==================== multi_channel_frame_framer
multi_channel_frame_framer/cell_classes.png
Bar = 100 µm. Fill, decap, tap and diode cells in grey.
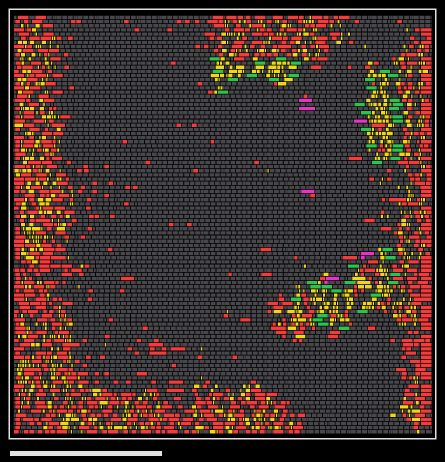

### config.mk
export PLATFORM = sky130hd
export DESIGN_NAME = multi_channel_frame_framer
export DESIGN_NICKNAME = d
export VERILOG_FILES = /design/src/rtl/multi_channel_frame_framer.sv
export SDC_FILE = /design/constraint.sdc
export NUM_CORES = 1
export LEC_CHECK = 0
export CORE_AREA = 2 2 277 279
export CTS_BUF_LIST = sky130_fd_sc_hd__clkbuf_8 sky130_fd_sc_hd__clkbuf_16
export CTS_CLUSTER_DIAMETER = 80
export DETAILED_ROUTE_END_ITERATION = 10
export DIE_AREA = 0 0 279 281
export REMOVE_ABC_BUFFERS = 1
export SETUP_SLACK_MARGIN = 0.4
export SKIP_LAST_GASP = 1
export SYNTH_ARGS = -nofsm -noshare
export SYNTH_HDL_FRONTEND = slang
export SYNTH_SLANG_ARGS = --single-unit
### constraint.sdc
create_clock -name clk -period 2.65 [get_ports clk]
set_input_delay 0.53 -clock clk [delete_from_list [all_inputs] [get_ports clk]]
set_output_delay 0.53 -clock clk [all_outputs]
set_load 0.05 [all_outputs]
### src/rtl/multi_channel_frame_framer.sv
// multi_channel_frame_framer: arbitrates NCH payload streams into framed outputs with broadcast metadata and a numbered trailer.
module multi_channel_frame_framer #(
  parameter int DW          = 128,
  parameter int NCH         = 2,
  parameter int FRAME_BEATS = 128,
  parameter int META_BEATS  = 2,
  parameter int CNT_W       = 32
) (
  input  logic                  clk,
  input  logic                  resetn,
  input  logic                  md_enable,
  input  logic [NCH*DW-1:0]     s_tdata,
  input  logic [NCH-1:0]        s_tvalid,
  output logic [NCH-1:0]        s_tready,
  input  logic [DW-1:0]         s_meta_tdata,
  input  logic                  s_meta_tvalid,
  output logic                  s_meta_tready,
  output logic [NCH*DW-1:0]     m_tdata,
  output logic [NCH-1:0]        m_tvalid,
  input  logic [NCH-1:0]        m_tready,
  output logic [NCH-1:0]        m_tlast,
  output logic [NCH*DW/8-1:0]   m_tkeep,
  output logic [CNT_W-1:0]      frame_num,
  output logic [1:0]            state
);
  localparam int KW = DW / 8;
  localparam int BW = FRAME_BEATS > 1 ? $clog2(FRAME_BEATS) : 1;
  localparam int MW = META_BEATS > 1 ? $clog2(META_BEATS) : 1;
  localparam int GW = NCH > 1 ? $clog2(NCH) : 1;
  typedef enum logic [1:0] {PAYLOAD = 2'd0, META = 2'd1, TRAILER = 2'd2} state_t;
  state_t            r_state;
  logic [BW-1:0]     r_beat;
  logic [MW-1:0]     r_meta;
  logic [CNT_W-1:0]  r_frame_num;
  logic              r_hold;
  logic [GW-1:0]     r_gnt;
  logic [GW-1:0]     w_low;
  logic [GW-1:0]     w_gnt;
  logic              w_any;
  logic              w_all_rdy;
  logic              w_pay_done;
  logic              w_meta_done;
  logic              w_trl_done;
  always_comb begin
    w_low = '0;
    for (int i = NCH - 1; i >= 0; i--) if (s_tvalid[i]) w_low = GW'(i);
  end
  // a stalled beat keeps its channel even if a lower index becomes valid
  assign w_gnt       = (r_hold && s_tvalid[r_gnt]) ? r_gnt : w_low;
  assign w_any       = |s_tvalid;
  assign w_all_rdy   = &m_tready;
  assign w_pay_done  = r_state == PAYLOAD && w_any && m_tready[w_gnt];
  assign w_meta_done = r_state == META && md_enable && s_meta_tvalid && w_all_rdy;
  assign w_trl_done  = r_state == TRAILER && w_all_rdy;
  assign frame_num   = r_frame_num;
  assign state       = r_state;
  always_comb begin
    m_tdata       = '0;
    m_tvalid      = '0;
    m_tlast       = '0;
    m_tkeep       = '0;
    s_tready      = '0;
    s_meta_tready = 1'b0;
    if (resetn) begin
      if (r_state == PAYLOAD && w_any) begin
        m_tdata[w_gnt*DW +: DW] = s_tdata[w_gnt*DW +: DW];
        m_tvalid[w_gnt]         = 1'b1;
        m_tkeep[w_gnt*KW +: KW] = '1;
        s_tready[w_gnt]         = m_tready[w_gnt];
      end else if (r_state == META) begin
        m_tdata       = {NCH{s_meta_tdata}};
        m_tvalid      = {NCH{s_meta_tvalid & md_enable}};
        m_tkeep       = '1;
        s_meta_tready = md_enable & w_all_rdy;
      end else if (r_state == TRAILER) begin
        m_tdata  = {NCH{DW'(r_frame_num)}};
        m_tvalid = '1;
        m_tlast  = '1;
        m_tkeep  = '1;
      end
    end
  end
  always_ff @(posedge clk) begin
    if (!resetn) begin
      r_state     <= PAYLOAD;
      r_beat      <= '0;
      r_meta      <= '0;
      r_frame_num <= '0;
      r_hold      <= 1'b0;
      r_gnt       <= '0;
    end else begin
      r_hold <= 1'b0;
      case (r_state)
        PAYLOAD: begin
          r_hold <= w_any && !m_tready[w_gnt];
          r_gnt  <= w_gnt;
          if (w_pay_done) begin
            r_beat <= r_beat == BW'(FRAME_BEATS - 1) ? '0 : r_beat + 1'b1;
            if (r_beat == BW'(FRAME_BEATS - 1)) r_state <= md_enable ? META : TRAILER;
          end
        end
        META: begin
          if (!md_enable || (w_meta_done && r_meta == MW'(META_BEATS - 1))) begin
            r_meta  <= '0;
            r_state <= TRAILER;
          end else if (w_meta_done) begin
            r_meta <= r_meta + 1'b1;
          end
        end
        TRAILER: begin
          if (w_trl_done) begin
            r_frame_num <= r_frame_num + 1'b1;
            r_state     <= PAYLOAD;
          end
        end
        default: r_state <= PAYLOAD;
      endcase
    end
  end
endmodule

==================== line_buffer_3row
[config.mk]
export PLATFORM = sky130hd
export DESIGN_NAME = line_buffer_3row
export DESIGN_NICKNAME = d
export VERILOG_FILES = /design/src/rtl/line_buffer_3row.sv
export SDC_FILE = /design/constraint.sdc
export NUM_CORES = 1
export LEC_CHECK = 0
export CORE_UTILIZATION = 55
export DETAILED_ROUTE_END_ITERATION = 16
export PLACE_DENSITY = 0.72
export RECOVER_POWER = 25
export SYNTH_ARGS = -nofsm -noshare
export SYNTH_HDL_FRONTEND = slang
export SYNTH_SLANG_ARGS = --single-unit
[constraint.sdc]
create_clock -name clk -period 3.2 [get_ports clk]
set_input_delay 0.96 -clock clk [delete_from_list [all_inputs] [get_ports clk]]
set_output_delay 0.96 -clock clk [all_outputs]
set_load 0.005 [all_outputs]
[src/rtl/line_buffer_3row.sv]
// Four-bank row buffer feeding a 3x3 convolution window: three banks are read
// column by column while the fourth fills from a valid/ready raster stream.
module line_buffer_3row #(
  parameter int BIT_DEPTH = 8,
  parameter int IMG_WIDTH = 8,
  parameter int COL_W     = 3
) (
  input  logic                 clk,
  input  logic                 rst,
  input  logic [BIT_DEPTH-1:0] pix_in,
  input  logic                 pix_valid,
  output logic                 pix_ready,
  input  logic                 shift,
  output logic [BIT_DEPTH-1:0] out_l1,
  output logic [BIT_DEPTH-1:0] out_l2,
  output logic [BIT_DEPTH-1:0] out_l3,
  output logic                 out_valid,
  output logic                 rows_ready,
  output logic                 row_done
);

  // Handshake: a pixel transfers on any rising clk where pix_valid & pix_ready;
  // pix_ready never looks at pix_valid, and shift is a request with no back-pressure.

  localparam logic [COL_W-1:0] LAST_COL = COL_W'(IMG_WIDTH - 1);

  logic [BIT_DEPTH-1:0] bank_q [0:3][0:IMG_WIDTH-1];

  logic [COL_W-1:0]     wr_col_q, wr_col_d;
  logic [1:0]           wr_bank_q, wr_bank_d;
  logic [COL_W-1:0]     rd_col_q, rd_col_d;
  logic [1:0]           top_bank_q, top_bank_d;
  logic [2:0]           full_rows_q, full_rows_d;
  logic [BIT_DEPTH-1:0] out_l1_q, out_l1_d;
  logic [BIT_DEPTH-1:0] out_l2_q, out_l2_d;
  logic [BIT_DEPTH-1:0] out_l3_q, out_l3_d;
  logic                 out_valid_q, out_valid_d;
  logic                 row_done_q, row_done_d;

  logic wr_fire, rd_fire, row_complete, row_consumed;
  logic [1:0] mid_bank, bot_bank;

  assign pix_ready    = (full_rows_q < 3'd4) & ~rst;
  assign rows_ready   = (full_rows_q >= 3'd3);
  assign wr_fire      = pix_valid & pix_ready;
  assign rd_fire      = shift & rows_ready;
  assign row_complete = wr_fire & (wr_col_q == LAST_COL);
  assign row_consumed = rd_fire & (rd_col_q == LAST_COL);
  assign mid_bank     = top_bank_q + 2'd1;
  assign bot_bank     = top_bank_q + 2'd2;

  always_comb begin
    wr_col_d    = wr_col_q;
    wr_bank_d   = wr_bank_q;
    rd_col_d    = rd_col_q;
    top_bank_d  = top_bank_q;
    full_rows_d = full_rows_q;
    out_l1_d    = out_l1_q;
    out_l2_d    = out_l2_q;
    out_l3_d    = out_l3_q;
    out_valid_d = 1'b0;
    row_done_d  = 1'b0;

    if (wr_fire) begin
      if (row_complete) begin
        wr_col_d  = '0;
        wr_bank_d = wr_bank_q + 2'd1;
      end else begin
        wr_col_d = wr_col_q + 1'b1;
      end
    end

    if (rd_fire) begin
      out_l1_d    = bank_q[top_bank_q][rd_col_q];
      out_l2_d    = bank_q[mid_bank][rd_col_q];
      out_l3_d    = bank_q[bot_bank][rd_col_q];
      out_valid_d = 1'b1;
      if (row_consumed) begin
        rd_col_d   = '0;
        top_bank_d = top_bank_q + 2'd1;
        row_done_d = 1'b1;
      end else begin
        rd_col_d = rd_col_q + 1'b1;
      end
    end

    // A row finishing and a row draining in the same cycle cancel out.
    if (row_complete && !row_consumed) begin
      full_rows_d = full_rows_q + 3'd1;
    end else if (row_consumed && !row_complete) begin
      full_rows_d = full_rows_q - 3'd1;
    end
  end

  always_ff @(posedge clk) begin
    if (rst) begin
      wr_col_q    <= '0;
      wr_bank_q   <= '0;
      rd_col_q    <= '0;
      top_bank_q  <= '0;
      full_rows_q <= '0;
      out_l1_q    <= '0;
      out_l2_q    <= '0;
      out_l3_q    <= '0;
      out_valid_q <= 1'b0;
      row_done_q  <= 1'b0;
    end else begin
      wr_col_q    <= wr_col_d;
      wr_bank_q   <= wr_bank_d;
      rd_col_q    <= rd_col_d;
      top_bank_q  <= top_bank_d;
      full_rows_q <= full_rows_d;
      out_l1_q    <= out_l1_d;
      out_l2_q    <= out_l2_d;
      out_l3_q    <= out_l3_d;
      out_valid_q <= out_valid_d;
      row_done_q  <= row_done_d;
    end
  end

  // Bank contents survive reset; wr_fire is already low while rst is high.
  always_ff @(posedge clk) begin
    if (wr_fire) begin
      bank_q[wr_bank_q][wr_col_q] <= pix_in;
    end
  end

  assign out_l1    = out_l1_q;
  assign out_l2    = out_l2_q;
  assign out_l3    = out_l3_q;
  assign out_valid = out_valid_q;
  assign row_done  = row_done_q;

endmodule

==================== bmp_pixel_source
File: src/rtl/bmp_pixel_source.sv
// Purpose: walks a bottom-up BMP pixel array in byte-wide memory and streams 24-bit pixels with hsync/vsync markers.
// Latency: first pix_valid 5 cycles after start is sampled; one pixel per 5 cycles at best; frame_done follows the last transfer.
// Backpressure: pix_ready low holds pix_valid, pix_data, hsync and vsync stable; no memory reads are issued while stalled.
module bmp_pixel_source #(
    parameter int PIXEL_SIZE = 24,
    parameter int WORD_SIZE  = 8,
    parameter int ADDR_W     = 21,
    parameter int DIM_W      = 12
) (
    input  logic                  clk,
    input  logic                  reset,
    input  logic                  start,
    input  logic [ADDR_W-1:0]     base_addr,
    input  logic [DIM_W-1:0]      width,
    input  logic [DIM_W-1:0]      height,
    input  logic [1:0]            padding,
    output logic                  mem_en,
    output logic [ADDR_W-1:0]     mem_addr,
    input  logic [WORD_SIZE-1:0]  mem_rdata,
    input  logic                  pix_ready,
    output logic                  pix_valid,
    output logic [PIXEL_SIZE-1:0] pix_data,
    output logic                  hsync,
    output logic                  vsync,
    output logic                  busy,
    output logic                  frame_done
);

    typedef enum logic [2:0] {
        S_IDLE,
        S_RD0,
        S_RD1,
        S_RD2,
        S_CAP,
        S_OUT,
        S_DONE
    } state_t;

    state_t                state_q, state_d;
    logic [DIM_W-1:0]      width_q, width_d;
    logic [DIM_W-1:0]      height_q, height_d;
    logic [1:0]            pad_q, pad_d;
    logic [ADDR_W-1:0]     ptr_q, ptr_d;
    logic [DIM_W-1:0]      x_q, x_d;
    logic [DIM_W-1:0]      y_q, y_d;
    logic [WORD_SIZE-1:0]  byte0_q, byte0_d;
    logic [WORD_SIZE-1:0]  byte1_q, byte1_d;
    logic                  mem_en_q, mem_en_d;
    logic [ADDR_W-1:0]     mem_addr_q, mem_addr_d;
    logic                  pix_valid_q, pix_valid_d;
    logic [PIXEL_SIZE-1:0] pix_data_q, pix_data_d;
    logic                  hsync_q, hsync_d;
    logic                  vsync_q, vsync_d;
    logic                  busy_q, busy_d;
    logic                  frame_done_q, frame_done_d;

    logic                  row_end;
    logic                  last_pix;
    logic                  xfer;
    logic [ADDR_W-1:0]     ptr_next;

    // Position decode and next pixel address; row wrap also skips the row padding.
    always_comb begin
        row_end  = (x_q == width_q - DIM_W'(1));
        last_pix = row_end && (y_q == height_q - DIM_W'(1));
        xfer     = pix_valid_q && pix_ready;
        if (row_end) begin
            ptr_next = ptr_q + ADDR_W'(3) + ADDR_W'(pad_q);
        end else begin
            ptr_next = ptr_q + ADDR_W'(3);
        end
    end

    // Next-state logic; outputs are computed for the state being entered so they appear registered.
    always_comb begin
        state_d      = state_q;
        width_d      = width_q;
        height_d     = height_q;
        pad_d        = pad_q;
        ptr_d        = ptr_q;
        x_d          = x_q;
        y_d          = y_q;
        byte0_d      = byte0_q;
        byte1_d      = byte1_q;
        mem_en_d     = mem_en_q;
        mem_addr_d   = mem_addr_q;
        pix_valid_d  = pix_valid_q;
        pix_data_d   = pix_data_q;
        hsync_d      = hsync_q;
        vsync_d      = vsync_q;
        busy_d       = busy_q;
        frame_done_d = 1'b0;

        case (state_q)
            S_IDLE: begin
                if (start) begin
                    width_d  = width;
                    height_d = height;
                    pad_d    = padding;
                    ptr_d    = base_addr;
                    x_d      = '0;
                    y_d      = '0;
                    busy_d   = 1'b1;
                    if ((width == '0) || (height == '0)) begin
                        state_d = S_DONE;
                    end else begin
                        state_d    = S_RD0;
                        mem_en_d   = 1'b1;
                        mem_addr_d = base_addr;
                    end
                end
            end
            S_RD0: begin
                mem_addr_d = ptr_q + ADDR_W'(1);
                state_d    = S_RD1;
            end
            S_RD1: begin
                // Data for ptr+0 arrives one cycle after its strobe.
                byte0_d    = mem_rdata;
                mem_addr_d = ptr_q + ADDR_W'(2);
                state_d    = S_RD2;
            end
            S_RD2: begin
                byte1_d  = mem_rdata;
                mem_en_d = 1'b0;
                state_d  = S_CAP;
            end
            S_CAP: begin
                pix_data_d  = PIXEL_SIZE'({mem_rdata, byte1_q, byte0_q});
                hsync_d     = (x_q == '0);
                vsync_d     = (x_q == '0) && (y_q == '0);
                pix_valid_d = 1'b1;
                state_d     = S_OUT;
            end
            S_OUT: begin
                if (xfer) begin
                    pix_valid_d = 1'b0;
                    hsync_d     = 1'b0;
                    vsync_d     = 1'b0;
                    if (last_pix) begin
                        state_d = S_DONE;
                    end else begin
                        ptr_d      = ptr_next;
                        mem_en_d   = 1'b1;
                        mem_addr_d = ptr_next;
                        state_d    = S_RD0;
                        if (row_end) begin
                            x_d = '0;
                            y_d = y_q + DIM_W'(1);
                        end else begin
                            x_d = x_q + DIM_W'(1);
                        end
                    end
                end
            end
            S_DONE: begin
                frame_done_d = 1'b1;
                busy_d       = 1'b0;
                state_d      = S_IDLE;
            end
            default: begin
                state_d = S_IDLE;
            end
        endcase
    end

    // State and output registers; reset aborts any frame in flight without a frame_done.
    always_ff @(posedge clk or negedge reset) begin
        if (!reset) begin
            state_q      <= S_IDLE;
            width_q      <= '0;
            height_q     <= '0;
            pad_q        <= '0;
            ptr_q        <= '0;
            x_q          <= '0;
            y_q          <= '0;
            byte0_q      <= '0;
            byte1_q      <= '0;
            mem_en_q     <= 1'b0;
            mem_addr_q   <= '0;
            pix_valid_q  <= 1'b0;
            pix_data_q   <= '0;
            hsync_q      <= 1'b0;
            vsync_q      <= 1'b0;
            busy_q       <= 1'b0;
            frame_done_q <= 1'b0;
        end else begin
            state_q      <= state_d;
            width_q      <= width_d;
            height_q     <= height_d;
            pad_q        <= pad_d;
            ptr_q        <= ptr_d;
            x_q          <= x_d;
            y_q          <= y_d;
            byte0_q      <= byte0_d;
            byte1_q      <= byte1_d;
            mem_en_q     <= mem_en_d;
            mem_addr_q   <= mem_addr_d;
            pix_valid_q  <= pix_valid_d;
            pix_data_q   <= pix_data_d;
            hsync_q      <= hsync_d;
            vsync_q      <= vsync_d;
            busy_q       <= busy_d;
            frame_done_q <= frame_done_d;
        end
    end

    assign mem_en     = mem_en_q;
    assign mem_addr   = mem_addr_q;
    assign pix_valid  = pix_valid_q;
    assign pix_data   = pix_data_q;
    assign hsync      = hsync_q;
    assign vsync      = vsync_q;
    assign busy       = busy_q;
    assign frame_done = frame_done_q;

endmodule

File: config.mk
export PLATFORM = sky130hd
export DESIGN_NAME = bmp_pixel_source
export DESIGN_NICKNAME = d
export VERILOG_FILES = /design/src/rtl/bmp_pixel_source.sv
export SDC_FILE = /design/constraint.sdc
export NUM_CORES = 1
export LEC_CHECK = 0
export CAP_MARGIN = 40
export CORE_ASPECT_RATIO = 1.5
export CORE_UTILIZATION = 50
export DETAILED_ROUTE_END_ITERATION = 10
export GPL_ROUTABILITY_DRIVEN = 0
export GPL_TIMING_DRIVEN = 0
export PLACE_DENSITY = 0.73
export SKIP_LAST_GASP = 1
export SLEW_MARGIN = 20
export SYNTH_ARGS = -nofsm -noshare
export SYNTH_HDL_FRONTEND = slang
export SYNTH_SLANG_ARGS = --single-unit
File: constraint.sdc
create_clock -name clk -period 10.75 [get_ports clk]
set_input_delay 1.075 -clock clk [delete_from_list [all_inputs] [get_ports clk]]
set_output_delay 1.075 -clock clk [all_outputs]
set_load 0.005 [all_outputs]
multi_channel_frame_framer/met4.png
Bar = 100 µm.
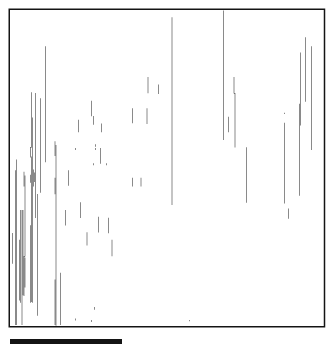
wire length on this layer: 2910 µm
nets with wire on the layer: 61
main direction: vertical

Notes on multi_channel_frame_framer/cell_classes.png above:
legend:
  other buffers and delay cells:
    colour: red
    cells: 909
    share_of_their_area: 66%
  clock drivers and dummy loads:
    colour: magenta
    cells: 8
    share_of_their_area: 0.91%
  flip-flops:
    colour: green
    cells: 44
    share_of_their_area: 4.7%
  all other logic:
    colour: yellow
    cells: 903
    share_of_their_area: 29%

==> run_results.csv, multi_channel_frame_framer <==
group,metric,value,unit
setup_path,setup.worst_path.start,"state[1]$_SDFFE_PN0P_",
detailed_routing,wl_met2,34770,µm
setup_path,worst_path_largest_cell_delay,0.35,ns
detailed_routing,drt_first_iter_violations,606,
final_timing,tmin_final,2.895,ns
clock_network,cts.repair.resized,177,
synth,gate_count_of_the_mapped_netlist,1078,
die,fp-row-count,101,
global_route,groute.usage.overall,17.27,%
final_timing,final-setup-viol-count,285,
final_layout,largest_register_ff_count,32,
setup_path,cpLargestDelayFamily,"buffers and inverters",
setup_path,crit-reg2reg-launch,"state[0]$_SDFFE_PN0P_",
run_status,failed_checks,"negative setup slack",
run_status,run_status,"finished with violations",
synth,ys_area,6087,µm²
setup_path,setup.worst_path.class,"flop to output port",
synth,synth.ff_latch_count,44,
final_layout,post-route-util,26.63,%
final_timing,slew_violations,0,
setup_path,critical_path.cell_chain,"inv_4 > ha_4 > buf_6 > buf_6 > o21ai_4 > and2_4 > buf_12 > bufbuf_16 > nand2_1 > a21oi_1 > buf_4 > buf_12",
detailed_routing,drt_drc_violations_left,0,
power_and_ir_drop,p_seq,0.669,mW
power_and_ir_drop,pwr-share-comb,70.1,%
global_route,pin_count_of_the_biggest_net_entering_global_routing,79,
flow_run,cap_violations,0,
synth,yosys.area.top_type_share,22.03,%
detailed_routing,remaining_number_of_nets_flagged_by_the_antenna_check_after_routing,0,
synth,synth.area.top_cells,"a21oi_1 22%, nand2_1 21%, dfxtp_1 14%, nor2_1 5.2%, a221o_1 5.1%",
final_timing,timing.final.ws_setup,-0.2447,ns
power_and_ir_drop,pwr-share-seq,14.0,%
## multi_channel_frame_framer: tightest hold or removal path, cell delays in order (launching register included)
cell and delay [ns]:
dfxtp_1 0.32, nand2_1 0.06, mux2i_1 0.06
## multi_channel_frame_framer: kinds of logic (layout without fill, tap and decap cells)
logic type	count (synthesis)	count (layout)	synth area share (%)
simple gates	516	516	35.40
compound gates	356	356	35.33
flops	44	44	14.47
xor+xnor	11	11	1.583
buf+inv	140	926	11.20
other cells	0	20	0
mux	6	6	0.9867
fa+ha+maj	5	5	1.028
## multi_channel_frame_framer: Yosys cell counts (7+ instances only)
cell type  number
buf_4          33
a221o_1        31
o21ai_0        14
inv_1           8
a21oi_1       268
o41ai_2         8
dfxtp_1        44
nand4_1         9
xor2_1          8
nand3_1        21
nor2_1         85
or3_1           8
buf_2          20
o311ai_1        7
nand2b_1       16
clkbuf_1       70
buf_1           7
nand2_1       345
## multi_channel_frame_framer: cell type report
class / count / area, µm²
fill: 8003 / 55350
timing repair buffer: 909 / 12340
multi-input combinational: 894 / 5381
tap: 978 / 1224
sequential: 44 / 883.3
clock buffer: 5 / 125.1
antenna: 20 / 50.05
clock inverter: 3 / 46.29
inverter: 9 / 45.04
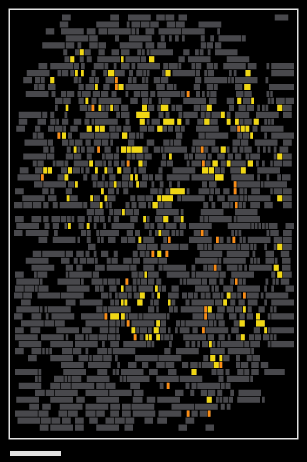
bmp_pixel_source/gate_families.png
Bar = 20 µm.
legend:
  inverters:
    colour: orange
    cells: 34
  NOR gates:
    colour: yellow
    cells: 123

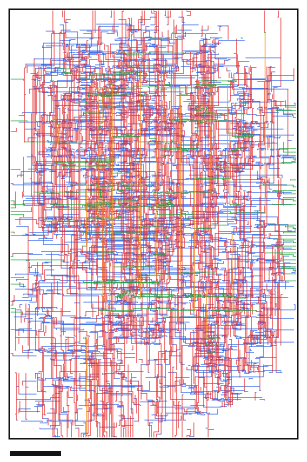
bmp_pixel_source/metal_stack.png
Bar = 20 µm.
legend:
  met1:
    colour: blue
    wire_length: 11200 µm
  met2:
    colour: red
    wire_length: 14100 µm
  met3:
    colour: green
    wire_length: 1760 µm
  met4:
    colour: orange
    wire_length: 1420 µm

==> run_results.csv, bmp_pixel_source <==
group,metric,value,unit
run_status,run_status,"finished with violations",
run_status,failed_checks,"design-rule violations",
final_timing,timing.hold.ws,0.4752,ns
final_timing,count_of_final_hold_check_violations,0,
final_timing,layout_worst_path_cycle_share,37.11,%
die,die_w,112.3,µm
flow_run,cap_violations,0,
final_layout,design_area,11190,µm²
detailed_routing,drt_drc_violations_left,8,
global_route,number_of_antenna_violations_at_the_first_check_in_global_routing,0,
die,ioPinCount,110,
die,fp.dieArea,18820,µm²
synth,synthFlopType,"dfrtp_1",
worst_hold_path,min_to,"byte0_q[2]$_DFFE_PN0P_",
place,post_place_cell_area,10540,µm²
final_layout,layout.nets,1251,
detailed_routing,firstDrtPassIters,9,
[bmp_pixel_source: report_power, final]
group | internal [mW] | switching [mW]
clock | 0.320 | 0.292
combinational | 0.0236 | 0.0196
sequential | 0.532 | 0.00106
[bmp_pixel_source: sequential cells by signal, summed over array words and instances (netlist names), 2 cells and up]
register  flops
byte0_q       8
byte1_q       8
height_q     12
mem_addr     21
pad_q         2
pix_data     24
ptr_q        21
state_q       3
width_q      12
x_q          12
y_q          12
[bmp_pixel_source: cell type report]
type | count | area [µm²] | area share [%]
plain buffers | 69 | 331.6 | 2.963
clock buffers | 17 | 425.4 | 3.802
clock inverters | 15 | 201.4 | 1.800
inverters | 34 | 127.6 | 1.141
multi-input cells | 801 | 5149 | 46.01
flip-flops and latches | 141 | 3528 | 31.53
well taps | 217 | 271.5 | 2.426
repair buffers | 115 | 1155 | 10.32
[bmp_pixel_source: routing by layer]
layer	vias up	global-route usage, %	routed length, µm
li1	4128	-	-
met1	4321	37.04	11180
met2	422	52.55	14140
met3	97	4.922	1756
met4	0	18.26	1415
met5	-	0	0
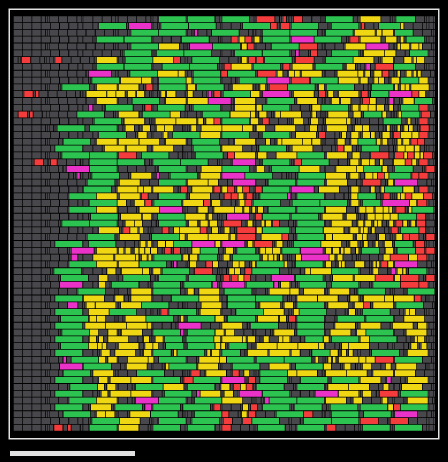
line_buffer_3row/cell_classes.png
Bar = 50 µm. Fill, decap, tap and diode cells in grey.
legend:
  all other logic:
    colour: yellow
    cells: 545
    share_of_their_area: 38%
  flip-flops:
    colour: green
    cells: 297
    share_of_their_area: 48%
  clock drivers and dummy loads:
    colour: magenta
    cells: 55
    share_of_their_area: 5.5%
  other buffers and delay cells:
    colour: red
    cells: 146
    share_of_their_area: 8.3%

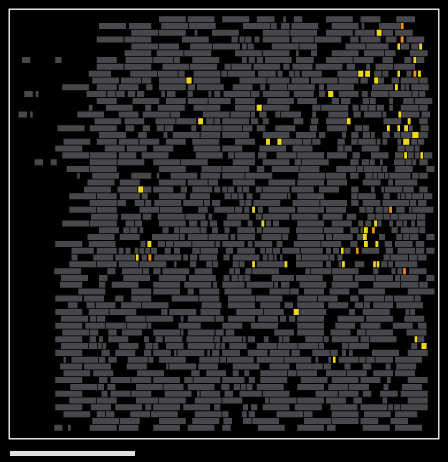
line_buffer_3row/gate_families.png
Bar = 50 µm.
legend:
  inverters:
    colour: orange
    cells: 8
  NOR gates:
    colour: yellow
    cells: 46

==> run_results.csv, line_buffer_3row <==
group,metric,value,unit
run_status,run_status,"finished with violations",
run_status,failed_checks,"max-capacitance violations, max-slew violations",
global_route,pin_count_of_the_biggest_net_entering_global_routing,91,
final_layout,area.combinational,6670,µm²
flow_run,cap_violations,3,
detailed_routing,wl_met2,21360,µm
setup_path,crit_top_cell,"clkdlybuf4s50_1",
synth,async_reset_ff_share,0,%
final_timing,slew_violations,99,
synth,syn_avg_cell_area,17.01,µm²
synth,nets_in_the_synthesized_netlist,945,
setup_path,reg2reg_slack,0.59,ns
setup_path,critical_path.cell_chain,"clkdlybuf4s50_1 > nor2_1 > clkdlybuf4s50_1",
final_timing,worst_slew_margin_rel,-2.501,%
final_layout,diodes,0,
die,die-height,170.9,µm
power_and_ir_drop,power_density,432.7,nW/µm²
global_route,fraction_of_met3_tracks_used_by_global_routing,6.824,%
clock_network,clk_latency,0.56,ns
clock_network,cts-root-to-sink-buffers,3,
detailed_routing,routedLengthMet1,17110,µm
worst_hold_path,timing.hold.worst.start,"out_l2[7]$_SDFFE_PP0P_",
place,hpwl,31220,µm
-- line_buffer_3row: where the power goes --
part,internal [mW],switching (mW),total (mW),leakage (nW)
Sequential,4.21,0.00949,4.22,2.64
Clock,2.01,1.47,3.48,0.475
Combinational,0.0441,0.100,0.144,2.40
-- line_buffer_3row: final cells by class --
type	instances	area share, %
tap	378	2.608
timing repair buffer	146	8.066
multi-input combinational	537	36.78
inverter	8	0.1656
sequential	297	47.03
clock inverter	18	0.9453
clock buffer	37	4.402
-- line_buffer_3row: cells by family after synthesis --
group / share of synthesized area (%)
adders and majority gates: 0.8448
DFF: 54.20
buffers and inverters: 3.315
xor gates and xnor gates: 0.2789
and+or+nand+nor: 4.615
AOI/OAI and AO/OA: 6.719
muxes: 30.03
-- line_buffer_3row: sequential cells by signal (all words and copies together), names as in the netlist, named ones only --
name and cells:
bank_q 256, full_rows_q 3, out_l1 8, out_l2 8, out_l3 8, out_valid 1
rd_col_q 3, row_done 1, top_bank_q 2, wr_bank_q 2, wr_col_q 3
-- line_buffer_3row: worst max-delay path, delay by kind of cell --
family / cells / cell delay (ns)
AND/OR/NAND/NOR: 1 / 0.12
buffers and inverters: 2 / 1.00

==> screenshots <==
Cell outlines without signal wires.
panel A
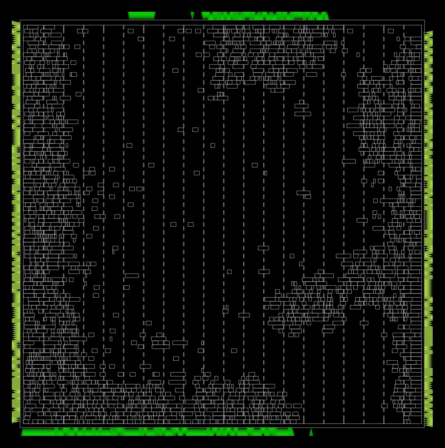
panel B
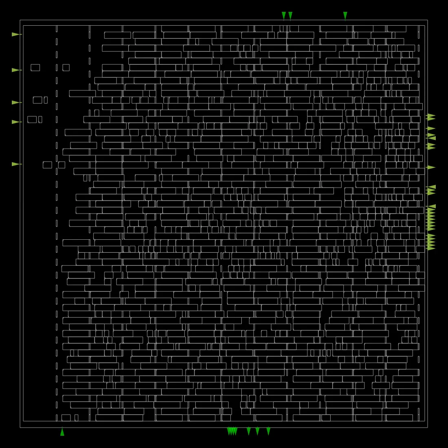
panel C
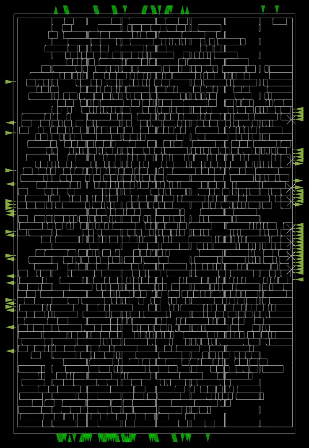
- most sequential cells: panel B
- most cells: panel A
Panel A comes from multi_channel_frame_framer.
Panel B comes from line_buffer_3row.
Panel C comes from bmp_pixel_source.


No activity file was given, so power comes from the tool's default toggle rates.
